######## registro_digitos_bcd ########
`src/rtl/registro_digitos_bcd.sv`:
```
// =============================================================================
// registro_digitos_bcd
// -----------------------------------------------------------------------------
// Keypad digit register for the timer preset path. It sits after the keypad
// priority encoder and:
//   - debounces the "any key" flag together with the encoded BCD digit,
//   - registers exactly one digit per physical key press,
//   - shifts accepted digits into a packed BCD buffer (MM:SS style entry),
//     the buffer being the preset value consumed by the countdown stage.
//
// Parameters
//   NUM_DIGITOS  number of BCD digits held in the buffer (>= 1)
//   DEBOUNCE     consecutive identical samples needed to accept a press or
//                a release (>= 2)
//
// Ports
//   clk           in   1          system clock, all state changes on rising edge
//   resetn        in   1          synchronous active-low reset
//   tecla_valida  in   1          1 = some key 0-9 pressed
//   bcd           in   4          encoded digit, meaningful when tecla_valida=1
//   limpar        in   1          synchronous clear of the buffer
//   travar        in   1          1 = timer running, key entry locked
//   digitos       out  4*NUM_DIGITOS  packed BCD buffer, newest digit in [3:0]
//   qtd_digitos   out  clog2(NUM_DIGITOS+1)  digits entered since clear,
//                                saturating at NUM_DIGITOS
//   novo_digito   out  1          one-cycle pulse on the cycle a digit shifts in
//   overflow      out  1          sticky entry-overflow flag
//
// Build option
//   DIGIT_LIMIT_EN  when defined, a full buffer refuses further digits and
//                   raises the sticky overflow flag instead of dropping the
//                   oldest digit. When undefined, overflow is tied to 0.
// =============================================================================
module registro_digitos_bcd #(
   parameter int NUM_DIGITOS = 4,
   parameter int DEBOUNCE    = 4
) (
   input  logic                               clk,
   input  logic                               resetn,
   input  logic                               tecla_valida,
   input  logic [3:0]                         bcd,
   input  logic                               limpar,
   input  logic                               travar,
   output logic [4*NUM_DIGITOS-1:0]           digitos,
   output logic [$clog2(NUM_DIGITOS+1)-1:0]   qtd_digitos,
   output logic                               novo_digito,
   output logic                               overflow
);

   localparam int QTD_W = $clog2(NUM_DIGITOS + 1);
   localparam int CNT_W = $clog2(DEBOUNCE + 1);

   // The counter holds the number of samples already seen; the move happens
   // on the edge that would take it to DEBOUNCE.
   localparam logic [CNT_W-1:0] CNT_ULTIMO = CNT_W'(DEBOUNCE - 1);
   localparam logic [CNT_W-1:0] CNT_UM     = CNT_W'(1);
   localparam logic [QTD_W-1:0] QTD_MAX    = QTD_W'(NUM_DIGITOS);

   typedef enum logic [1:0] {
      OCIOSO,       // no key seen
      FILTRANDO,    // key seen, waiting for DEBOUNCE stable samples
      PRESSIONADO,  // press consumed, waiting for the key to go away
      SOLTANDO      // key seen released, waiting for DEBOUNCE low samples
   } estado_t;

   // --------------------------------------------------------------------------
   // State and datapath registers
   // --------------------------------------------------------------------------
   estado_t                  r_estado;
   estado_t                  w_estado_next;
   logic [CNT_W-1:0]         r_cnt;
   logic [CNT_W-1:0]         w_cnt_next;
   logic [3:0]               r_amostra;
   logic [3:0]               w_amostra_next;
   logic                     w_fim_filtro;

   logic [4*NUM_DIGITOS-1:0] r_digitos;
   logic [4*NUM_DIGITOS-1:0] w_digitos_desloc;
   logic [QTD_W-1:0]         r_qtd;
   logic                     r_novo;

   logic                     w_digito_ok;
   logic                     w_cheio;
   logic                     w_aceita;

   // --------------------------------------------------------------------------
   // FSM state register
   // --------------------------------------------------------------------------
   always_ff @(posedge clk) begin
      if (!resetn) begin
         r_estado  <= OCIOSO;
         r_cnt     <= '0;
         r_amostra <= '0;
      end else begin
         r_estado  <= w_estado_next;
         r_cnt     <= w_cnt_next;
         r_amostra <= w_amostra_next;
      end
   end

   // --------------------------------------------------------------------------
   // FSM next state
   //
   // A key that is already down while entry is locked (or while the buffer is
   // being cleared) is treated as consumed: the FSM parks in PRESSIONADO and
   // only a genuine release followed by a new press can enter a digit. This
   // keeps a held key from slipping in the moment travar or limpar drops.
   // --------------------------------------------------------------------------
   always_comb begin
      w_estado_next  = r_estado;
      w_cnt_next     = r_cnt;
      w_amostra_next = r_amostra;
      w_fim_filtro   = 1'b0;

      if (limpar) begin
         // Any partial press is discarded; a held key must be released first.
         w_estado_next = tecla_valida ? PRESSIONADO : OCIOSO;
         w_cnt_next    = '0;
      end else begin
         case (r_estado)
            OCIOSO: begin
               if (tecla_valida) begin
                  if (travar) begin
                     w_estado_next = PRESSIONADO;
                  end else begin
                     // This edge is the first of the DEBOUNCE samples.
                     w_estado_next  = FILTRANDO;
                     w_amostra_next = bcd;
                     w_cnt_next     = CNT_UM;
                  end
               end
            end

            FILTRANDO: begin
               if (!tecla_valida || (bcd != r_amostra) || travar) begin
                  w_estado_next = OCIOSO;
                  w_cnt_next    = '0;
               end else if (r_cnt == CNT_ULTIMO) begin
                  w_estado_next = PRESSIONADO;
                  w_cnt_next    = '0;
                  w_fim_filtro  = 1'b1;
               end else begin
                  w_cnt_next = r_cnt + CNT_UM;
               end
            end

            PRESSIONADO: begin
               // Digit changes while held are ignored on purpose.
               if (!tecla_valida) begin
                  w_estado_next = SOLTANDO;
                  w_cnt_next    = CNT_UM;
               end
            end

            SOLTANDO: begin
               // A bounce back to 1 returns to PRESSIONADO, never to filtering,
               // so a noisy release cannot produce a second digit.
               if (tecla_valida) begin
                  w_estado_next = PRESSIONADO;
                  w_cnt_next    = '0;
               end else if (r_cnt == CNT_ULTIMO) begin
                  w_estado_next = OCIOSO;
                  w_cnt_next    = '0;
               end else begin
                  w_cnt_next = r_cnt + CNT_UM;
               end
            end

            default: begin
               w_estado_next = OCIOSO;
               w_cnt_next    = '0;
            end
         endcase
      end
   end

   // --------------------------------------------------------------------------
   // Shifted buffer: each digit slot takes the one below it, slot 0 takes the
   // newly accepted sample.
   // --------------------------------------------------------------------------
   generate
      for (genvar gi = 0; gi < NUM_DIGITOS; gi++) begin : g_desloc
         if (gi == 0) begin : g_novo
            assign w_digitos_desloc[3:0] = r_amostra;
         end else begin : g_antigo
            assign w_digitos_desloc[4*gi+3 -: 4] = r_digitos[4*gi-1 -: 4];
         end
      end
   endgenerate

   // --------------------------------------------------------------------------
   // Accept decision. w_fim_filtro is already suppressed by limpar, and can
   // only fire with travar low, so those priorities come for free here.
   // --------------------------------------------------------------------------
   assign w_digito_ok = w_fim_filtro && (r_amostra <= 4'd9);
   assign w_cheio     = (r_qtd == QTD_MAX);

`ifdef DIGIT_LIMIT_EN
   logic w_excede;
   logic r_overflow;

   assign w_aceita = w_digito_ok && !w_cheio;
   assign w_excede = w_digito_ok && w_cheio;

   always_ff @(posedge clk) begin
      if (!resetn) begin
         r_overflow <= 1'b0;
      end else if (limpar) begin
         r_overflow <= 1'b0;
      end else if (w_excede) begin
         r_overflow <= 1'b1;
      end
   end

   assign overflow = r_overflow;
`else
   // Full buffer: the oldest digit simply falls off the top.
   assign w_aceita = w_digito_ok;
   assign overflow = 1'b0;
`endif

   // --------------------------------------------------------------------------
   // Buffer, digit count and pulse
   // --------------------------------------------------------------------------
   always_ff @(posedge clk) begin
      if (!resetn) begin
         r_digitos <= '0;
         r_qtd     <= '0;
         r_novo    <= 1'b0;
      end else if (limpar) begin
         r_digitos <= '0;
         r_qtd     <= '0;
         r_novo    <= 1'b0;
      end else begin
         r_novo <= w_aceita;
         if (w_aceita) begin
            r_digitos <= w_digitos_desloc;
            if (!w_cheio) begin
               r_qtd <= r_qtd + QTD_W'(1);
            end
         end
      end
   end

   assign digitos     = r_digitos;
   assign qtd_digitos = r_qtd;
   assign novo_digito = r_novo;

endmodule
```
`config.mk`:
```
export PLATFORM = sky130hd
export DESIGN_NAME = registro_digitos_bcd
export DESIGN_NICKNAME = d
export VERILOG_FILES = /design/src/rtl/registro_digitos_bcd.sv
export SDC_FILE = /design/constraint.sdc
export NUM_CORES = 1
export LEC_CHECK = 0
export CAP_MARGIN = 20
export CORE_MARGIN = 3
export CORE_UTILIZATION = 30
export CTS_CLUSTER_DIAMETER = 150
export DETAILED_ROUTE_END_ITERATION = 10
export PLACE_DENSITY_LB_ADDON = 0.3
export SYNTH_ARGS = -nofsm -noshare
export SYNTH_HDL_FRONTEND = slang
export SYNTH_SLANG_ARGS = --single-unit
```
`constraint.sdc`:
```
create_clock -name clk -period 2.25 [get_ports clk]
set_input_delay 0.45 -clock clk [delete_from_list [all_inputs] [get_ports clk]]
set_output_delay 0.45 -clock clk [all_outputs]
set_load 0.02 [all_outputs]
```
######## systolic_mul_arbiter ########
**src/rtl/systolic_mul_arbiter.sv**
```systemverilog
`default_nettype none
// ============================================================================
// Module : systolic_mul_arbiter
// Brief  : Round-robin sharing of one fixed-latency 4x4 multiplier among NREQ
//          requesters, with a tagged valid/ready response channel.
// Rev    : 1.0
// ============================================================================
module systolic_mul_arbiter #(
  parameter int NREQ    = 4,
  parameter int IDW     = 2,
  parameter int MUL_LAT = 8
) (
  input  logic              clk,
  input  logic              rst,
  input  logic [NREQ-1:0]   req_valid,
  input  logic [4*NREQ-1:0] req_a,
  input  logic [4*NREQ-1:0] req_b,
  output logic [NREQ-1:0]   req_ready,
  output logic              rsp_valid,
  output logic [7:0]        rsp_p,
  output logic [IDW-1:0]    rsp_id,
  input  logic              rsp_ready,
  output logic [3:0]        mul_a,
  output logic [3:0]        mul_b,
  input  logic [7:0]        mul_p,
  output logic              busy
);

  localparam int             c_CNT_W   = $clog2(MUL_LAT + 1);
  localparam logic [c_CNT_W-1:0] c_CNT_LAST = c_CNT_W'(MUL_LAT - 1);
  localparam logic [IDW-1:0] c_LAST_ID = IDW'(NREQ - 1);

  typedef enum logic [1:0] {
    S_IDLE = 2'd0,
    S_WAIT = 2'd1,
    S_RESP = 2'd2
  } state_t;

  state_t               state_q, state_d;
  logic [IDW-1:0]       ptr_q, ptr_d;
  logic [IDW-1:0]       id_q, id_d;
  logic [c_CNT_W-1:0]   cnt_q, cnt_d;
  logic [3:0]           a_q, a_d, b_q, b_d;
  logic                 rv_q, rv_d;
  logic [7:0]           p_q, p_d;

  logic [NREQ-1:0]      w_rot, w_lo, w_oh;
  logic [IDW-1:0]       w_gnt_idx;
  logic [3:0]           w_sel_a, w_sel_b;
  logic [IDW-1:0][NREQ-1:0] w_idx_col;
  logic [3:0][NREQ-1:0]     w_a_col, w_b_col;

  // Rotate so ptr sits at bit 0, isolate the lowest set bit, rotate back.
  assign w_rot = NREQ'({req_valid, req_valid} >> ptr_q);
  assign w_lo  = w_rot & (~w_rot + NREQ'(1));
  assign w_oh  = NREQ'(({w_lo, w_lo} << ptr_q) >> NREQ);

  for (genvar j = 0; j < NREQ; j++) begin : g_col
    for (genvar b = 0; b < IDW; b++) begin : g_idx
      assign w_idx_col[b][j] = w_oh[j] & 1'((j >> b) & 1);
    end
    for (genvar m = 0; m < 4; m++) begin : g_opd
      assign w_a_col[m][j] = w_oh[j] & req_a[4*j+m];
      assign w_b_col[m][j] = w_oh[j] & req_b[4*j+m];
    end
  end

  for (genvar b = 0; b < IDW; b++) begin : g_idx_or
    assign w_gnt_idx[b] = |w_idx_col[b];
  end

  for (genvar m = 0; m < 4; m++) begin : g_opd_or
    assign w_sel_a[m] = |w_a_col[m];
    assign w_sel_b[m] = |w_b_col[m];
  end

  assign req_ready = (state_q == S_IDLE && !rst) ? w_oh : '0;

  always_comb begin
    state_d = state_q;
    ptr_d   = ptr_q;
    id_d    = id_q;
    cnt_d   = cnt_q;
    a_d     = a_q;
    b_d     = b_q;
    rv_d    = rv_q;
    p_d     = p_q;
    case (state_q)
      S_IDLE: begin
        if (|w_oh) begin
          a_d     = w_sel_a;
          b_d     = w_sel_b;
          id_d    = w_gnt_idx;
          ptr_d   = (w_gnt_idx == c_LAST_ID) ? '0 : w_gnt_idx + IDW'(1);
          cnt_d   = '0;
          state_d = S_WAIT;
        end
      end
      S_WAIT: begin
        cnt_d = cnt_q + c_CNT_W'(1);
        if (cnt_q == c_CNT_LAST) begin
          p_d     = mul_p;
          rv_d    = 1'b1;
          state_d = S_RESP;
        end
      end
      S_RESP: begin
        if (rsp_ready) begin
          rv_d    = 1'b0;
          state_d = S_IDLE;
        end
      end
      default: state_d = S_IDLE;
    endcase
  end

  always_ff @(posedge clk or posedge rst) begin
    if (rst) begin
      state_q <= S_IDLE;
      ptr_q   <= '0;
      id_q    <= '0;
      cnt_q   <= '0;
      a_q     <= '0;
      b_q     <= '0;
      rv_q    <= 1'b0;
      p_q     <= '0;
    end else begin
      state_q <= state_d;
      ptr_q   <= ptr_d;
      id_q    <= id_d;
      cnt_q   <= cnt_d;
      a_q     <= a_d;
      b_q     <= b_d;
      rv_q    <= rv_d;
      p_q     <= p_d;
    end
  end

  assign mul_a     = a_q;
  assign mul_b     = b_q;
  assign rsp_valid = rv_q;
  assign rsp_p     = p_q;
  assign rsp_id    = id_q;
  assign busy      = (state_q != S_IDLE);

endmodule
`default_nettype wire

```
**config.mk**
```make
export PLATFORM = sky130hd
export DESIGN_NAME = systolic_mul_arbiter
export DESIGN_NICKNAME = d
export VERILOG_FILES = /design/src/rtl/systolic_mul_arbiter.sv
export SDC_FILE = /design/constraint.sdc
export NUM_CORES = 1
export LEC_CHECK = 0
export ABC_AREA = 1
export CORE_MARGIN = 2
export CORE_UTILIZATION = 42
export DETAILED_ROUTE_END_ITERATION = 8
export PLACE_DENSITY = 0.8
export SLEW_MARGIN = 20
export SYNTH_ARGS = -nofsm -noshare
export SYNTH_HDL_FRONTEND = slang
export SYNTH_SLANG_ARGS = --single-unit
```
**constraint.sdc**
```tcl
create_clock -name clk -period 2.5 [get_ports clk]
set_input_delay 0.5 -clock clk [delete_from_list [all_inputs] [get_ports clk]]
set_output_delay 0.5 -clock clk [all_outputs]
set_load 0.02 [all_outputs]
```
######## fetch_queue ########
File: src/rtl/fetch_queue.sv
// Instruction fetch front end: owns the fetch PC and issues one word read at a time.
// Returned instructions and their PC+4 are buffered in a small FIFO for decode.
module fetch_queue #(
    parameter int unsigned DEPTH = 4,
    parameter int unsigned W     = 32
) (
    input  logic         clk,
    input  logic         rst,
    input  logic         redirect,
    input  logic [W-1:0] redirect_pc,
    input  logic         deq,
    output logic         out_valid,
    output logic [W-1:0] out_inst,
    output logic [W-1:0] out_pc_plus4,
    output logic         mem_req,
    output logic [W-1:0] mem_addr,
    input  logic         mem_ack,
    input  logic [W-1:0] mem_rdata
);

    localparam int unsigned       PtrW      = $clog2(DEPTH);
    localparam logic [PtrW:0]     CountFull = (PtrW + 1)'(DEPTH);

    typedef enum logic [1:0] {StIdle, StReq, StDrop} state_e;

    state_e          stateQ, stateD;
    logic [W-1:0]    fetchPcQ, fetchPcD;
    logic            memReqQ, memReqD;
    logic [W-1:0]    memAddrQ, memAddrD;
    logic [PtrW-1:0] rdPtrQ, rdPtrD;
    logic [PtrW-1:0] wrPtrQ, wrPtrD;
    logic [PtrW:0]   countQ, countD;

    logic [W-1:0]    instMem [DEPTH];
    logic [W-1:0]    pcMem   [DEPTH];

    logic [W-1:0]    target;
    logic [W-1:0]    addrPlus4;
    logic [PtrW:0]   countAfterPush;
    logic            pop;
    logic            push;
    logic            flush;

    assign target         = {redirect_pc[W-1:2], 2'b00};
    assign addrPlus4      = memAddrQ + W'(4);
    assign pop            = deq & (countQ != '0) & ~redirect;
    assign countAfterPush = countQ + (PtrW + 1)'(1) - (PtrW + 1)'(pop);

    always_comb begin
        stateD   = stateQ;
        fetchPcD = fetchPcQ;
        memReqD  = memReqQ;
        memAddrD = memAddrQ;
        flush    = 1'b0;
        push     = 1'b0;
        unique case (stateQ)
            StIdle: begin
                if (redirect) begin
                    flush    = 1'b1;
                    fetchPcD = target;
                end else if (countQ < CountFull) begin
                    stateD   = StReq;
                    memReqD  = 1'b1;
                    memAddrD = fetchPcQ;
                end
            end
            StReq: begin
                if (mem_ack) begin
                    if (redirect) begin
                        flush    = 1'b1;
                        fetchPcD = target;
                        memAddrD = target;
                    end else begin
                        push     = 1'b1;
                        fetchPcD = addrPlus4;
                        if (countAfterPush < CountFull) begin
                            memAddrD = addrPlus4;
                        end else begin
                            stateD  = StIdle;
                            memReqD = 1'b0;
                        end
                    end
                end else if (redirect) begin
                    // Request cannot be withdrawn; wait out its ack and discard the data.
                    flush    = 1'b1;
                    fetchPcD = target;
                    stateD   = StDrop;
                end
            end
            StDrop: begin
                if (redirect) begin
                    flush    = 1'b1;
                    fetchPcD = target;
                end
                if (mem_ack) begin
                    stateD   = StReq;
                    memAddrD = redirect ? target : fetchPcQ;
                end
            end
            default: stateD = StIdle;
        endcase
    end

    always_comb begin
        rdPtrD = rdPtrQ;
        wrPtrD = wrPtrQ;
        countD = countQ;
        if (flush) begin
            rdPtrD = '0;
            wrPtrD = '0;
            countD = '0;
        end else begin
            if (push) wrPtrD = wrPtrQ + PtrW'(1);
            if (pop)  rdPtrD = rdPtrQ + PtrW'(1);
            countD = countQ + (PtrW + 1)'(push) - (PtrW + 1)'(pop);
        end
    end

    always_ff @(posedge clk) begin
        if (rst) begin
            stateQ   <= StIdle;
            fetchPcQ <= '0;
            memReqQ  <= 1'b0;
            memAddrQ <= '0;
            rdPtrQ   <= '0;
            wrPtrQ   <= '0;
            countQ   <= '0;
        end else begin
            stateQ   <= stateD;
            fetchPcQ <= fetchPcD;
            memReqQ  <= memReqD;
            memAddrQ <= memAddrD;
            rdPtrQ   <= rdPtrD;
            wrPtrQ   <= wrPtrD;
            countQ   <= countD;
        end
    end

    always_ff @(posedge clk) begin
        if (push) begin
            instMem[wrPtrQ] <= mem_rdata;
            pcMem[wrPtrQ]   <= addrPlus4;
        end
    end

    assign out_valid    = (countQ != '0);
    assign out_inst     = out_valid ? instMem[rdPtrQ] : '0;
    assign out_pc_plus4 = out_valid ? pcMem[rdPtrQ] : '0;
    assign mem_req      = memReqQ;
    assign mem_addr     = memAddrQ;

endmodule
File: config.mk
export PLATFORM = sky130hd
export DESIGN_NAME = fetch_queue
export DESIGN_NICKNAME = d
export VERILOG_FILES = /design/src/rtl/fetch_queue.sv
export SDC_FILE = /design/constraint.sdc
export NUM_CORES = 1
export LEC_CHECK = 0
export CELL_PAD_IN_SITES_DETAIL_PLACEMENT = 0
export CELL_PAD_IN_SITES_GLOBAL_PLACEMENT = 1
export CORE_MARGIN = 4
export CORE_UTILIZATION = 53
export CTS_CLUSTER_DIAMETER = 50
export DETAILED_ROUTE_END_ITERATION = 12
export DONT_BUFFER_PORTS = 1
export HOLD_SLACK_MARGIN = 0.02
export PLACE_DENSITY = 0.86
export SLEW_MARGIN = 20
export SYNTH_ARGS = -nofsm -noshare
export SYNTH_HDL_FRONTEND = slang
export SYNTH_SLANG_ARGS = --single-unit
File: constraint.sdc
create_clock -name clk -period 4.5 [get_ports clk]
set_input_delay 0.9 -clock clk [delete_from_list [all_inputs] [get_ports clk]]
set_output_delay 0.9 -clock clk [all_outputs]
set_load 0.005 [all_outputs]
==> registro_digitos_bcd/placement_by_type.png <==
Scale bar: 20 µm. Fill, decap, tap and diode cells in gray.
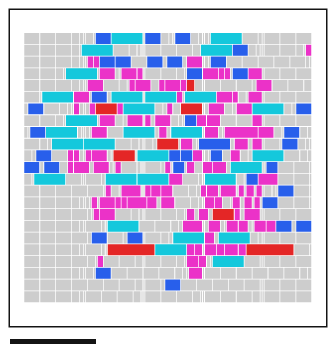
legend:
  combinational and other logic:
    color: magenta
    cells: 106
    share_of_their_area: 41%
  clock drivers and dummy loads:
    color: red
    cells: 8
    share_of_their_area: 7.5%
  other buffers and delay cells:
    color: blue
    cells: 36
    share_of_their_area: 20%
  flops:
    color: cyan
    cells: 29
    share_of_their_area: 32%
sequential portion of the cell area: 0.3125
final cell area excluding filler cells: 1858 µm²
core area: 4173 µm²

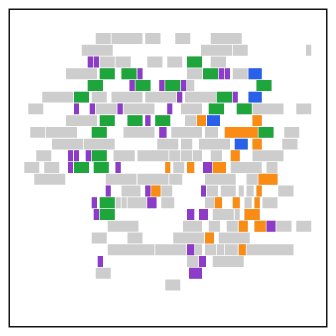
(registro_digitos_bcd/logic_types.png)
legend:
  NAND gates:
    color: purple
    cells: 35
    most_used: nand2_1
  NOR gates:
    color: orange
    cells: 19
    most_used: nor2b_1
    where: east
  multiplexers:
    color: green
    cells: 22
    most_used: mux2i_1
  XOR/XNOR gates:
    color: blue
    cells: 4
    most_used: xor2_1
most common library cell in the layout ignoring fill and taps: sky130_fd_sc_hd__dfxtp_1
fraction of standard cell area in multi-input logic: 0.3838
filler-free cell count of the finished design: 229

==> run summary, registro_digitos_bcd <==
Quick summary of the implementation run below.

The global routing usage on met3 is 0.04132. The floorplan die area is approximately 5400 µm². The global-route met2 utilization came out at 0.1897. The multi-input combinational cells in the finished layout cover a total of ~710 µm². The library cell contributing the largest single delay on the critical path is sky130_fd_sc_hd__clkdlybuf4s50_1.

The largest area contributor in the netlist is sky130_fd_sc_hd__dfxtp_1. The number of top-level pins is 30. The slack of the critical path is 0.4371 ns. The vertical die dimension is ~73 µm. The most heavily used metal layer in global routing is met2. The initial DRC count came out at slightly above 90. The worst-case vdd ir drop is 376.3 µV. The highest fanout seen on the critical path is 7.

Total power for the finished layout comes to between 0.001 and 0.0015 W. The clock drives 29 sinks. CTS added clock buffers totalling 5. The total of fill cells in the finished design came out at 399. The number of design rule violations left after detail routing is 0. The setup TNS came out at 0 ns. The number of synthesis warnings is 0. Hold is met by between 0.4 and 0.5 ns. The global-route met1 utilization is 0.1490. The core utilization of the finished layout came out at 0.4453. The pre-antenna-repair detailed-routing pass consisted of 4 iterations. The clock root buffer master is sky130_fd_sc_hd__clkbuf_8. The width of the die is roughly 73 µm. The total length of routed met2 wires came out at between 1000 and 1500 µm.

The flow ran to the end, and the final reports show no timing, DRC or antenna violations. In the per-layer summary, the met1 wirelength comes to about 1400 µm. Per the synth stats, the flop cell with the highest instance count is sky130_fd_sc_hd__dfxtp_1.

The area fraction of clock buffers and clock inverters came out at 0.07205. Gates resized during post-CTS repair numbered 0. The signal arrival time at the worst endpoint came out at between 1.5 and 2 ns. The fraction of the yosys area taken by sequential cells is 0.4280.
-- registro_digitos_bcd: critical path: cells and delay by family --
| kind | cells | cell delay (ns) |
|---|---|---|
| buffers and inverters | 2 | 0.63 |
| XOR/XNOR | 1 | 0.18 |
| multiplexers | 1 | 0.18 |
| AND/OR/NAND/NOR | 2 | 0.52 |
-- registro_digitos_bcd: worst paths after layout --
check	cells past startpoint	slack, ns	start	end
max	6	0.44	bcd[3]	digitos[12]
min	2	0.46	digitos[15]	digitos[15]
max reg2reg	6	0.68	r_cnt[0]	digitos[12]
min reg2reg	2	0.46	digitos[15]	digitos[15]
-- registro_digitos_bcd: per-stage QoR --
step                std cells  cell area [µm²]
detailed placement        221             1724
finish                    229             1858
global placement          221             1724
global route              229             1858
CTS                       229             1858
floorplan                 142             1356
-- registro_digitos_bcd: power breakdown --
| part | internal (W) | switching (W) |
|---|---|---|
| Sequential | 0.000519 | 0.00000820 |
| Combinational | 0.0000348 | 0.0000386 |
| Clock | 0.000440 | 0.000198 |
| Total | 0.000993 | 0.000245 |
-- registro_digitos_bcd: sequential cells by signal, summed over array words and instances, names as in the netlist --
register / count
digitos: 16
qtd_digitos: 3
r_cnt: 3
novo_digito: 1
r_amostra: 4
r_estado: 2
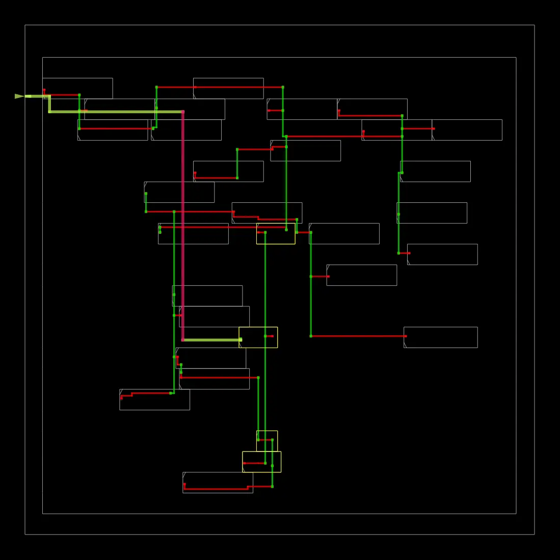
(systolic_mul_arbiter/clocks.png)
clock group total power: 0.000261 W
flip-flop and latch count: 27
worst-skew pair later-pin latency: 0.28 ns
clock sink count: 27

==> run summary, systolic_mul_arbiter <==
Quick summary of the implementation run below.

The run finished with clean final reports. Hold analysis shows the worst path with a depth of 2. For this run, the total global-route usage over all layers was measured as 0.2019. Note that the worst hold path type here is flop to flop.

The shortest period the worst path allows is 2.357 ns. The leakage power is roughly 1.3 nW. The total number of vias came out at about 1.7k. Measured on the finished design, the core utilization comes to 0.7111. The delay of the slowest cell on the worst path came out at 0.49 ns. The actual transition at the worst max-transition pin is approximately 0.51 ns. The vertical die dimension is between 60 and 70 µm. The CTS clock-pin slew for the worst setup and hold paths is approximately 0.1 ns. The power consumed by combinational cells is between 0.002 and 0.003 W. The final report lists the setup-violating endpoint count as 0. The worst setup skew after layout is 0.004965 ns.

The core utilization at floorplan came out at 0.4458. Per Yosys stat, the portion of area used by sequential elements is 0.4079. Wire segments on met3 add up to 224 µm in the final route. The leading cell type in the layout, fill and taps excluded is sky130_fd_sc_hd__nand2_1.

The overall die size recorded for this design is 4463 µm². In this run the count of I/O pins placed on the die edge is around 70. The first-pass GRT wire length is slightly below 7000 µm. The placed instances occupy a cell area of between 2000 and 3000 µm². The worst slew margin relative to its limit came out at 0.6593. The length in cells of the worst reg-to-reg path is 14.

The depth of the CTS H-tree came out at 1. The count of input and output buffers came out at 70. The most used standard cell by instance count after synthesis is sky130_fd_sc_hd__nand2_1. The total clock buffers created by CTS is 3. The main area contributors are sky130_fd_sc_hd__dfrtp_1 (41%), sky130_fd_sc_hd__nand2_1 (20%), sky130_fd_sc_hd__mux2_2 (5.4%).
-- systolic_mul_arbiter: worst register-to-register path: cells and delay by family (launching register included) --
| kind | cells | cell delay, ns |
|---|---|---|
| buffers and inverters | 3 | 0.51 |
| AND-OR/OR-AND | 1 | 0.19 |
| flip-flops | 1 | 0.49 |
| AND/OR/NAND/NOR | 10 | 0.80 |
-- systolic_mul_arbiter: final cells by class --
| type | count | share of cell area |
|---|---|---|
| clock buffer | 3 | 0.01563 |
| sequential | 27 | 0.2562 |
| multi-input combinational | 165 | 0.3575 |
| clock inverter | 1 | 0.002841 |
| tap | 48 | 0.02273 |
| timing repair buffer | 88 | 0.3239 |
| inverter | 13 | 0.02131 |
-- systolic_mul_arbiter: layer usage --
metal | global-route usage | vias up
li1 | - | 853
met4 | 0.07908 | 0
met5 | 0 | -
met1 | 0.2367 | 778
met2 | 0.3563 | 45
met3 | 0.04392 | 10
-- systolic_mul_arbiter: flip-flops by register name (all words and copies together) (netlist names) --
signal     flops
cnt_q          4
mul_a          4
state_q        2
rsp_p          8
mul_b          4
ptr_q          2
rsp_id         2
rsp_valid      1
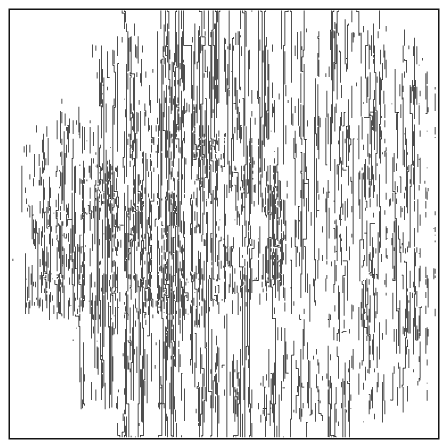
(fetch_queue/layer_met2.png)
longest straight run: 61.9 µm
share of all routed wire: 48%
main direction: vertical
wire length on this layer: 16000 µm
nets with wire on the layer: 879
final routed wirelength across all metal layers: 33520 µm
number of vias after detailed routing: 8533

==> run summary, fetch_queue <==
Quick summary of the implementation run below.

The flow ran to the end, and the final reports show no timing, DRC or antenna violations. The post-layout instance count excluding filler cells is about 1.4k. The timing report notes that buffer and inverter cells on the critical path total 1. The CTS log lists the clock sinks for this run as 332.

The placed wire-length estimate after detailed placement is 21310 µm. The xor/xnor share of the synthesized area is 0.02116. For this run, the number of Yosys warnings is 0. The synthesized net count is approximately 1.1k. The clock root buffer master is sky130_fd_sc_hd__clkbuf_16. The total power of the final layout is 0.007298 W. Yosys stat counts 997 cells in the synthesized netlist. The endpoint required time on the critical path came out at 3.60 ns.

The first global-routing pass estimated between 50000 and 60000 µm of wire. The later pin in the worst-skew pair is clocked with a latency of between 0.5 and 0.6 ns. Across all stage logs, warnings added up to 34. The maximum clock frequency is roughly 300 MHz. The setup TNS came out at 0 ns.

The max-cap check violation count came out at 0. Among logic cells in the layout, the one with the most instances is sky130_fd_sc_hd__edfxtp_1. The depth of the CTS H-tree is 2. The synthesized design contains between 200 and 300 enable-type register cells.

The total grt overflow came out at 0. The final report gives the core utilization as 0.5931. The number of top-level pins is about 170.

Entering global routing, the biggest net connects slightly below 80 pins.
==> fetch_queue: layout make-up <==
| cell class | count | area [µm²] |
|---|---|---|
| fill | 2043 | 10940 |
| multi-input combinational | 573 | 4845 |
| inverter | 20 | 75.07 |
| clock buffer | 50 | 1027 |
| timing repair buffer | 17 | 190.2 |
| sequential | 332 | 9214 |
| clock inverter | 17 | 161.4 |
| tap | 341 | 426.7 |
==> fetch_queue: where the power goes <==
group	total, W	switching [W]	internal [W]
sequential	0.00364	0.000164	0.00347
combinational	0.000738	0.000472	0.000266
clock	0.00292	0.00119	0.00174
total	0.00730	0.00182	0.00548
==> fetch_queue: path summary, 6_finish.rpt <==
check                           slack, ns  cells past startpoint              end        start
worst min register to register       0.48                      2      fetchPcQ[5]  fetchPcQ[5]
worst min-delay path                 0.46                      1        stateQ[0]          rst
worst max register to register       1.61                      8      mem_addr[1]    stateQ[0]
worst max-delay path                 1.15                      3  out_pc_plus4[1]         flop
==> fetch_queue: metal layers <==
| layer | part of all wire | vias to the layer above |
|---|---|---|
| li1 | - | 3837 |
| met1 | 0.40 | 4291 |
| met2 | 0.48 | 347 |
| met3 | 0.095 | 58 |
| met4 | 0.030 | 0 |
| met5 | 0 | - |

==> layout pictures side by side <==
Sizing map.
shot_01.png
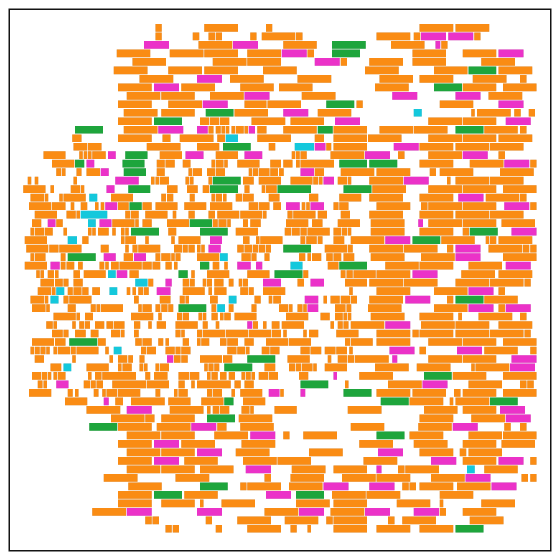
shot_02.png
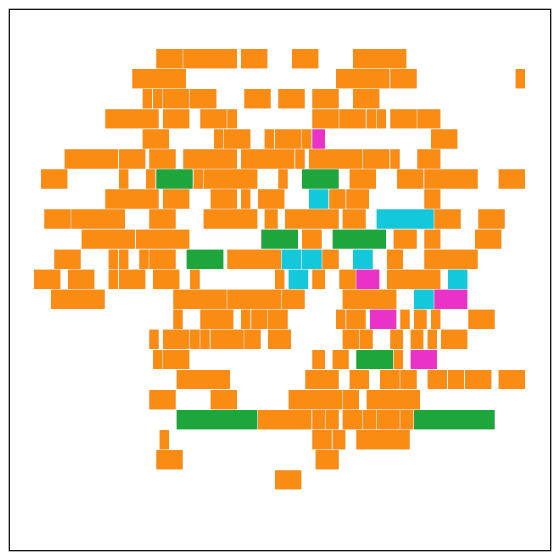
shot_03.png
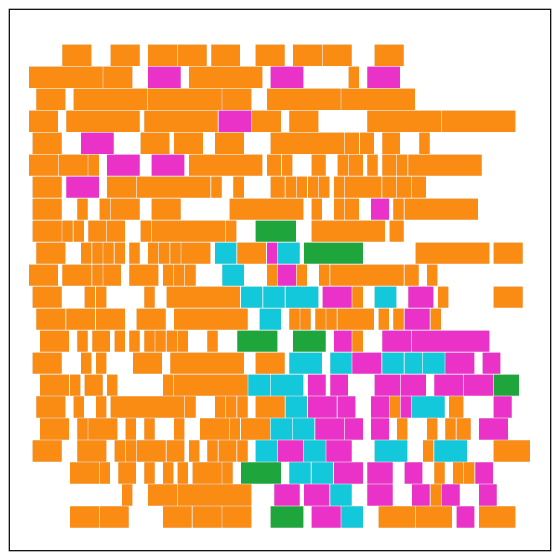
shot_03.png: systolic_mul_arbiter
shot_02.png: registro_digitos_bcd
shot_01.png: fetch_queue
- most cells: shot_01.png
- fewest cells: shot_02.png

Key to shot_01.png:
legend:
  _2 cells:
    color: magenta
    cells: 106
  _0 and _1 cells:
    color: orange
    cells: 832
  _3 and _4 cells:
    color: cyan
    cells: 19
  _6 and larger:
    color: green
    cells: 52


######## out_port_arbiter ########
==> out_port_arbiter/sizes.png <==
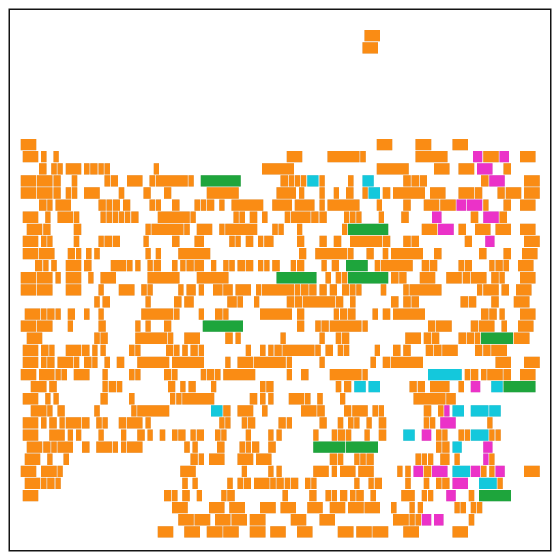

--- src/rtl/out_port_arbiter.sv ---
// Output-port scheduler: round-robin grant among NUM_REQ input queues, then 4-byte serialization.
// Define ARB_FIXED_PRIO_EN to replace round-robin with fixed lowest-index-wins priority.
module out_port_arbiter #(
  parameter int unsigned NUM_REQ = 4,
  parameter int unsigned PORT_ID = 0
) (
  input  logic                    clock,
  input  logic                    reset,
  input  logic [NUM_REQ-1:0]      req,
  input  logic [NUM_REQ-1:0][31:0] pkt_in,
  output logic [NUM_REQ-1:0]      grant,
  input  logic                    free_out,
  output logic                    put_out,
  output logic [7:0]              payload_out,
  output logic                    busy
);

  localparam int unsigned IdxW = $clog2(NUM_REQ);

  typedef enum logic {StIdle, StSend} state_e;

  state_e            state_q, state_d;
  logic [1:0]        byte_idx_q, byte_idx_d;
  logic [23:0]       hold_q, hold_d;
  logic [7:0]        payload_q, payload_d;
  logic [IdxW-1:0]   winner, cand;

`ifndef ARB_FIXED_PRIO_EN
  logic [IdxW-1:0]   prio_q, prio_d;
  logic              found;
`endif

  // Winner selection is purely combinational so the grant lands in the same cycle.
  always_comb begin
    winner = '0;
    cand   = '0;
`ifdef ARB_FIXED_PRIO_EN
    for (int i = NUM_REQ - 1; i >= 0; i--) begin
      cand = IdxW'(i);
      if (req[cand]) winner = cand;
    end
`else
    found = 1'b0;
    for (int unsigned k = 0; k < NUM_REQ; k++) begin
      cand = IdxW'((32'(prio_q) + k) % NUM_REQ);
      if (!found && req[cand]) begin
        found  = 1'b1;
        winner = cand;
      end
    end
`endif
  end

  always_comb begin
    state_d    = state_q;
    byte_idx_d = byte_idx_q;
    hold_d     = hold_q;
    payload_d  = payload_q;
    grant      = '0;
`ifndef ARB_FIXED_PRIO_EN
    prio_d     = prio_q;
`endif
    unique case (state_q)
      StIdle: begin
        // No pop strobe while in reset: the popped packet would be lost.
        if (free_out && (|req) && !reset) begin
          grant[winner] = 1'b1;
          hold_d        = pkt_in[winner][23:0];
          payload_d     = pkt_in[winner][31:24];
          byte_idx_d    = 2'd0;
          state_d       = StSend;
`ifndef ARB_FIXED_PRIO_EN
          prio_d        = (winner == IdxW'(NUM_REQ - 1)) ? '0 : winner + 1'b1;
`endif
        end
      end
      StSend: begin
        if (byte_idx_q == 2'd3) begin
          state_d = StIdle;
        end else begin
          byte_idx_d = byte_idx_q + 2'd1;
        end
        // payload_q is the byte on the link next cycle, so fetch one index ahead.
        unique case (byte_idx_q)
          2'd0:    payload_d = hold_q[23:16];
          2'd1:    payload_d = hold_q[15:8];
          2'd2:    payload_d = hold_q[7:0];
          default: payload_d = payload_q;
        endcase
      end
    endcase
  end

  always_ff @(posedge clock) begin
    if (reset) begin
      state_q    <= StIdle;
      byte_idx_q <= 2'd0;
      hold_q     <= '0;
      payload_q  <= 8'h00;
`ifndef ARB_FIXED_PRIO_EN
      prio_q     <= '0;
`endif
    end else begin
      state_q    <= state_d;
      byte_idx_q <= byte_idx_d;
      hold_q     <= hold_d;
      payload_q  <= payload_d;
`ifndef ARB_FIXED_PRIO_EN
      prio_q     <= prio_d;
`endif
    end
  end

  assign put_out     = (state_q == StSend);
  assign busy        = (state_q == StSend);
  assign payload_out = payload_q;

  a_grant_onehot0 : assert property (@(posedge clock) disable iff (reset) $onehot0(grant))
    else $error("out_port_arbiter port %0d: grant not one-hot", PORT_ID);

endmodule

--- config.mk ---
export PLATFORM = sky130hd
export DESIGN_NAME = out_port_arbiter
export DESIGN_NICKNAME = d
export VERILOG_FILES = /design/src/rtl/out_port_arbiter.sv
export SDC_FILE = /design/constraint.sdc
export NUM_CORES = 1
export LEC_CHECK = 0
export ABC_AREA = 1
export ABC_CLOCK_PERIOD_IN_PS = 3850
export CAP_MARGIN = 20
export CORE_MARGIN = 2
export CORE_UTILIZATION = 25
export DETAILED_ROUTE_END_ITERATION = 16
export HOLD_SLACK_MARGIN = 0.12
export PLACE_DENSITY = 0.58
export RECOVER_POWER = 50
export SYNTH_ARGS = -nofsm -noshare
export SYNTH_HDL_FRONTEND = slang
export SYNTH_SLANG_ARGS = --single-unit
--- constraint.sdc ---
create_clock -name clock -period 3.85 [get_ports clock]
set_input_delay 0.77 -clock clock [delete_from_list [all_inputs] [get_ports clock]]
set_output_delay 0.77 -clock clock [all_outputs]
set_load 0.1 [all_outputs]
######## tdm_demux4_sync ########
### src/rtl/tdm_demux4_sync.sv
// Four-slot TDM receiver: hunts for frame_start, collects slots 0..3, publishes a full frame on the slot-3 edge.
// Registered outputs visible one cycle after the completing beat; no backpressure, a beat is consumed when in_valid_i=1.
module tdm_demux4_sync #(
    parameter int WIDTH = 1,
    parameter int CNT_W = 8
) (
    input  logic             clk_i,
    input  logic             rst_i,
    input  logic             in_valid_i,
    input  logic             frame_start_i,
    input  logic [WIDTH-1:0] din_i,
    output logic [1:0]       slot_o,
    output logic [WIDTH-1:0] d0_o,
    output logic [WIDTH-1:0] d1_o,
    output logic [WIDTH-1:0] d2_o,
    output logic [WIDTH-1:0] d3_o,
    output logic             frame_valid_o,
    output logic             sync_err_o,
    output logic [CNT_W-1:0] frame_cnt_o
);

    typedef enum logic {HUNT, RUN} state_t;

    state_t           state_q, state_d;
    logic [1:0]       slot_q, slot_d;
    logic [WIDTH-1:0] sh0_q, sh0_d, sh1_q, sh1_d, sh2_q, sh2_d;
    logic [WIDTH-1:0] d0_q, d0_d, d1_q, d1_d, d2_q, d2_d, d3_q, d3_d;
    logic             fv_q, fv_d, se_q, se_d;
    logic [CNT_W-1:0] cnt_q, cnt_d;

    always_comb begin
        state_d = state_q;
        slot_d  = slot_q;
        sh0_d   = sh0_q;
        sh1_d   = sh1_q;
        sh2_d   = sh2_q;
        d0_d    = d0_q;
        d1_d    = d1_q;
        d2_d    = d2_q;
        d3_d    = d3_q;
        fv_d    = 1'b0;
        se_d    = 1'b0;
        cnt_d   = cnt_q;
        if (in_valid_i) begin
            case (state_q)
                HUNT: begin
                    if (frame_start_i) begin
                        sh0_d   = din_i;
                        slot_d  = 2'd1;
                        state_d = RUN;
                    end
                end
                RUN: begin
                    if (frame_start_i) begin
                        // A start marker anywhere but slot 0 drops the partial frame and resyncs on this beat.
                        se_d   = (slot_q != 2'd0);
                        sh0_d  = din_i;
                        slot_d = 2'd1;
                    end else begin
                        case (slot_q)
                            2'd0: begin
                                se_d    = 1'b1;
                                state_d = HUNT;
                                slot_d  = 2'd0;
                            end
                            2'd1: begin
                                sh1_d  = din_i;
                                slot_d = 2'd2;
                            end
                            2'd2: begin
                                sh2_d  = din_i;
                                slot_d = 2'd3;
                            end
                            default: begin
                                d0_d   = sh0_q;
                                d1_d   = sh1_q;
                                d2_d   = sh2_q;
                                d3_d   = din_i;
                                fv_d   = 1'b1;
                                cnt_d  = cnt_q + {{(CNT_W-1){1'b0}}, 1'b1};
                                slot_d = 2'd0;
                            end
                        endcase
                    end
                end
                default: state_d = HUNT;
            endcase
        end
    end

    always_ff @(posedge clk_i) begin
        if (rst_i) begin
            state_q <= HUNT;
            slot_q  <= 2'd0;
            sh0_q   <= '0;
            sh1_q   <= '0;
            sh2_q   <= '0;
            d0_q    <= '0;
            d1_q    <= '0;
            d2_q    <= '0;
            d3_q    <= '0;
            fv_q    <= 1'b0;
            se_q    <= 1'b0;
            cnt_q   <= '0;
        end else begin
            state_q <= state_d;
            slot_q  <= slot_d;
            sh0_q   <= sh0_d;
            sh1_q   <= sh1_d;
            sh2_q   <= sh2_d;
            d0_q    <= d0_d;
            d1_q    <= d1_d;
            d2_q    <= d2_d;
            d3_q    <= d3_d;
            fv_q    <= fv_d;
            se_q    <= se_d;
            cnt_q   <= cnt_d;
        end
    end

    assign slot_o        = slot_q;
    assign d0_o          = d0_q;
    assign d1_o          = d1_q;
    assign d2_o          = d2_q;
    assign d3_o          = d3_q;
    assign frame_valid_o = fv_q;
    assign sync_err_o    = se_q;
    assign frame_cnt_o   = cnt_q;

endmodule
### config.mk
export PLATFORM = sky130hd
export DESIGN_NAME = tdm_demux4_sync
export DESIGN_NICKNAME = d
export VERILOG_FILES = /design/src/rtl/tdm_demux4_sync.sv
export SDC_FILE = /design/constraint.sdc
export NUM_CORES = 1
export LEC_CHECK = 0
export ABC_CLOCK_PERIOD_IN_PS = 1400
export CAP_MARGIN = 20
export CORE_UTILIZATION = 43
export CTS_BUF_LIST = sky130_fd_sc_hd__clkbuf_16
export CTS_CLUSTER_SIZE = 30
export DETAILED_ROUTE_END_ITERATION = 12
export GPL_TIMING_DRIVEN = 0
export MAX_ROUTING_LAYER = met4
export PLACE_DENSITY_LB_ADDON = 0.1
export SYNTH_ARGS = -nofsm -noshare
export SYNTH_HDL_FRONTEND = slang
export SYNTH_SLANG_ARGS = --single-unit
### constraint.sdc
create_clock -name clk_i -period 1.4 [get_ports clk_i]
set_input_delay 0.14 -clock clk_i [delete_from_list [all_inputs] [get_ports clk_i]]
set_output_delay 0.14 -clock clk_i [all_outputs]
set_load 0.01 [all_outputs]
==> out_port_arbiter/clocks.png <==
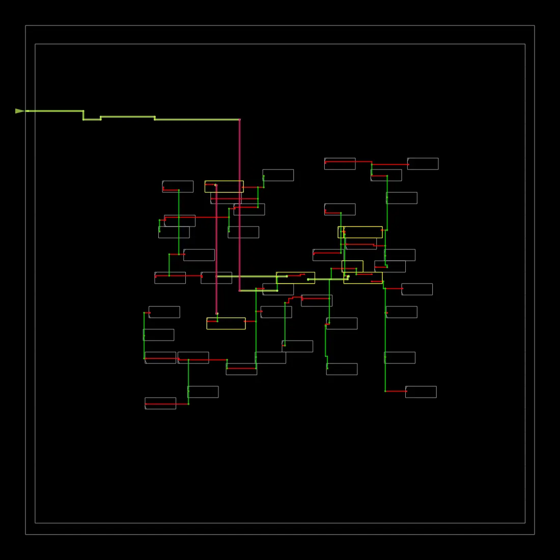
Fin Clk Skew: 0.002994 ns
number of CTS-inserted buffers: 5
clock group total power: 0.000399 W

About out_port_arbiter/sizes.png:
legend:
  _3 and _4 cells:
    color: cyan
    cells: 16
  _6 and larger:
    color: green
    cells: 11
  _2 cells:
    color: magenta
    cells: 24
  _0 and _1 cells:
    color: orange
    cells: 675
Repair and plain buffers: 159
area added between synthesis and finish: 48.49%
PnR worst setup slack: 0.3140 ns
final cell area excluding filler cells: 5115 µm²

==> run summary, out_port_arbiter <==
Quick summary of the implementation run below.

The flow ran to the end, and the final reports show no timing, DRC or antenna violations. The critical path is of the primary input to output pin type. Summing all multiplexer cells gives an area fraction of 0. The setup TNS came out at 0 ns. The flip-flop and latch count after synthesis came out at 37. Listed in order, past its start point the critical path passes dlygate4sd3_1 > inv_1 > nand2_2 > nand3_2 > inv_1 > a31oi_1 > nand3_2 > nor3_1 > buf_12.

The buffer and inverter count on the worst path came out at 4. The internal power consumption came out at 0.001034 W. The power consumed by combinational cells came out at ~0.00096 W. The number of cell rows came out at 42. The clock root buffer master is sky130_fd_sc_hd__clkbuf_16. The number of warnings reported in the stage logs is 30. The delay of the slowest cell on the worst path is 0.55 ns. The number of stages on the worst hold path is 2. The STA report counts the stages on the worst setup path as 9. CTS saw 37 sinks. The worst-case reg-to-reg setup slack stands at around 1.3 ns.

The global routing report lists met2 layer usage as 0.2749. OpenSTA lists the critical path endpoint as grant[0]. The reg-to-reg critical path endpoint is hold_q[5]. TritonCTS built the clock tree. The actual transition at the worst max-transition pin came out at about 1.3 ns. Of the total power, combinational logic draws 0.535. The initial antenna violation count is 0. For the worst setup path, the data arrival time is approximately 2.8 ns.

The proportion of total power due to net switching is 0.4260. The aggregate routed wire length came out at 11530 µm. For the sequential group, total power comes out at around 0.00044 W. The final number of setup-violating endpoints is 0.

The number of standard cells reported by yosys is 602. Counting tap cells, the placed design contains a total of about 900 instances. The endpoint required time on the critical path came out at 3.08 ns. The synthesized net count is ~740.

Post-CTS timing repair inserted 0 buffers for setup. Per the OpenROAD floorplan log, the area of the die is 14730 µm². In the routed design, unresolved DRC markers number 0.

The sequential fraction of design power is 0.243. The startpoint type of the worst setup path is a primary input.
-- out_port_arbiter: state kept, by name, indices dropped and copies added (netlist names) --
register     flops
busy             1
byte_idx_q       2
hold_q          24
payload_out      8
prio_q           2
-- out_port_arbiter: cell type report --
| type | instances | area (µm²) |
|---|---|---|
| Multi-Input combinational cell | 448 | 2127 |
| Sequential cell | 37 | 740.7 |
| Timing Repair Buffer | 159 | 1600 |
| Tap cell | 176 | 220.2 |
| Fill cell | 1515 | 8233 |
| Clock buffer | 7 | 142.6 |
| Inverter | 75 | 284.0 |
-- out_port_arbiter: cell usage after synthesis (all sizes together) --
library cell / instances
nand2: 234
nand3: 119
inv: 74
a21oi: 43
dfxtp: 37
buf: 33
o21ai: 21
nor2: 11
clkbuf: 9
o22ai: 8
ha: 5
nor3: 3
nand4: 2
a31oi: 1
a41oi: 1
clkinv: 1
-- out_port_arbiter: logic make-up after synthesis --
family / after synthesis
adders and majority gates: 5
AOI/OAI and AO/OA: 74
DFF: 37
buffers and inverters: 117
and+or+nand+nor: 369
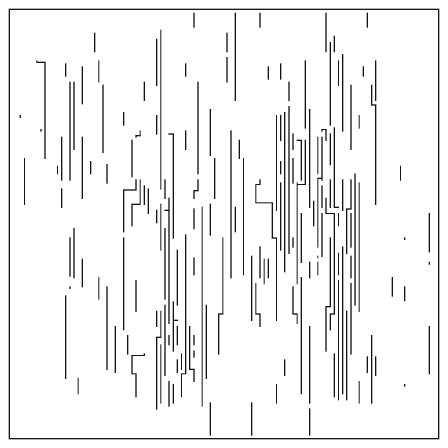
(tdm_demux4_sync/layer_met2.png)
wire length on this layer: 888 µm
share of all routed wire: 49%
nets with wire on the layer: 116

==> run summary, tdm_demux4_sync <==
Quick summary of the implementation run below.

The run finished with clean final reports. After detailed routing, the wire length on met1 is 853 µm. The clock tree from TritonCTS is built. The delay of the slowest cell on the worst path is between 0.3 and 0.4 ns. The warning total across the stage logs came out at 30. The synthesis area per yosys came out at approximately 900 µm². Setup repair after global routing could not meet its margin everywhere. Yosys instantiated no cell more often than sky130_fd_sc_hd__dfxtp_1. The final layout contains 134 nets. The portion of synthesized cell area occupied by the leading cell type is 0.4469. The number of unique standard cell types used by synthesis is 26.

The total length of routed met2 wires came out at 887 µm. The final timing report lists a hold violation count of 0. The total area of multi-input combinational cells came out at ~500 µm². The synthesized area per cell came out at 9.430 µm². According to the timing report, the arrival time at the worst endpoint equals 1.52 ns. The total clock buffers created by CTS came out at 3. The critical path in this run is classified as flop to flop.

The global-route met2 utilization is 0.2877. The area fraction in mux cells came out at 0.09078. The post-synthesis share of cell area spent on full adders, half adders and majority gates came out at 0.08380. Of all cell types, the one taking the most synthesized area is sky130_fd_sc_hd__dfxtp_1. The area fraction in and, or, nand and nor cells after synthesis came out at 0.2053. Across all layers, the routed design uses 778 vias. Along the worst path, the maximum fanout reaches 6. The number of top-level pins came out at 21. The area growth from synthesis to layout is 49.86%. The global-route met1 utilization is 0.2222. The count of inserted antenna diode cells came out at 0. STA reports a reg2reg setup slack of roughly 0.016 ns. The number of standard cells reported by yosys is roughly 95.

The flip-flop and latch count after synthesis came out at 20. The later pin in the worst-skew pair is clocked with a latency of 0.25 ns. The total standard cell area after synthesis is ~900 µm².
-- tdm_demux4_sync: kinds of logic after synthesis --
family,Yosys count
flops,20
simple gates,33
mux,8
xor+xnor,1
compound gates,16
buf+inv,11
fa+ha+maj,6
-- tdm_demux4_sync: power groups by stage --
stage / clock network (W) / registers [W] / logic (W)
5_1_grt: 0.000818 / 0.000579 / 0.0000857
3_3_place_gp: 0 / 0.000594 / 0.0000679
6_report: 0.000779 / 0.000578 / 0.0000773
2_1_floorplan: 0 / 0.000596 / 0.0000440
4_1_cts: 0.000793 / 0.000580 / 0.0000718
3_5_place_dp: 0 / 0.000595 / 0.0000695
-- tdm_demux4_sync: how the worst max path moves through the flow --
stage               slack (ns)  startpoint  cells past startpoint              to
finish                    0.02   slot_o[0]                      5  frame_cnt_o[7]
global route             -0.03   slot_o[0]                      5  frame_cnt_o[7]
CTS                       0.01   slot_o[0]                      4  frame_cnt_o[6]
detailed placement       -0.28       rst_i                      4  frame_cnt_o[1]
global placement         -0.24       rst_i                      4            d1_o
floorplan               0.0005   slot_o[0]                      4  frame_cnt_o[7]


==> layout pictures side by side <==
Clock routing.
(a)
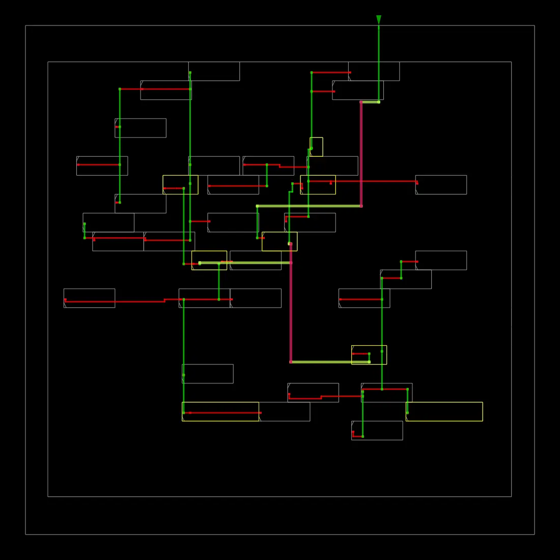
(b)
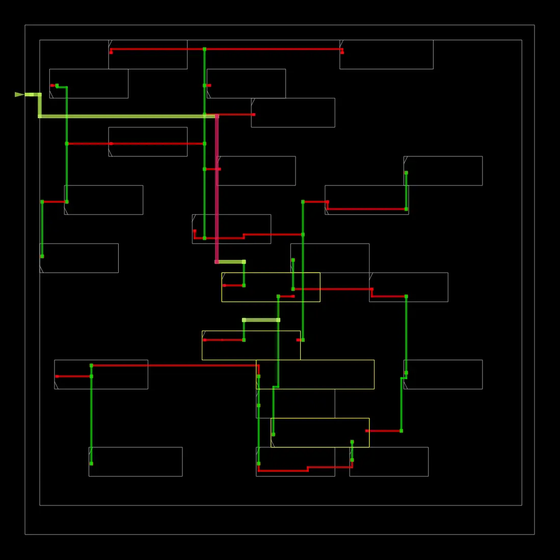
(c)
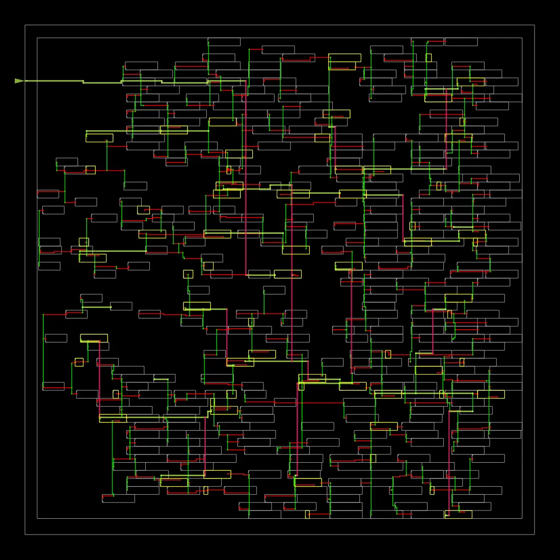
- fewest sequential cells: (b)
- most sequential cells: (c)
- (b) = tdm_demux4_sync
- (a) = registro_digitos_bcd
- (c) = fetch_queue

Power and IR drop assume default switching activity.
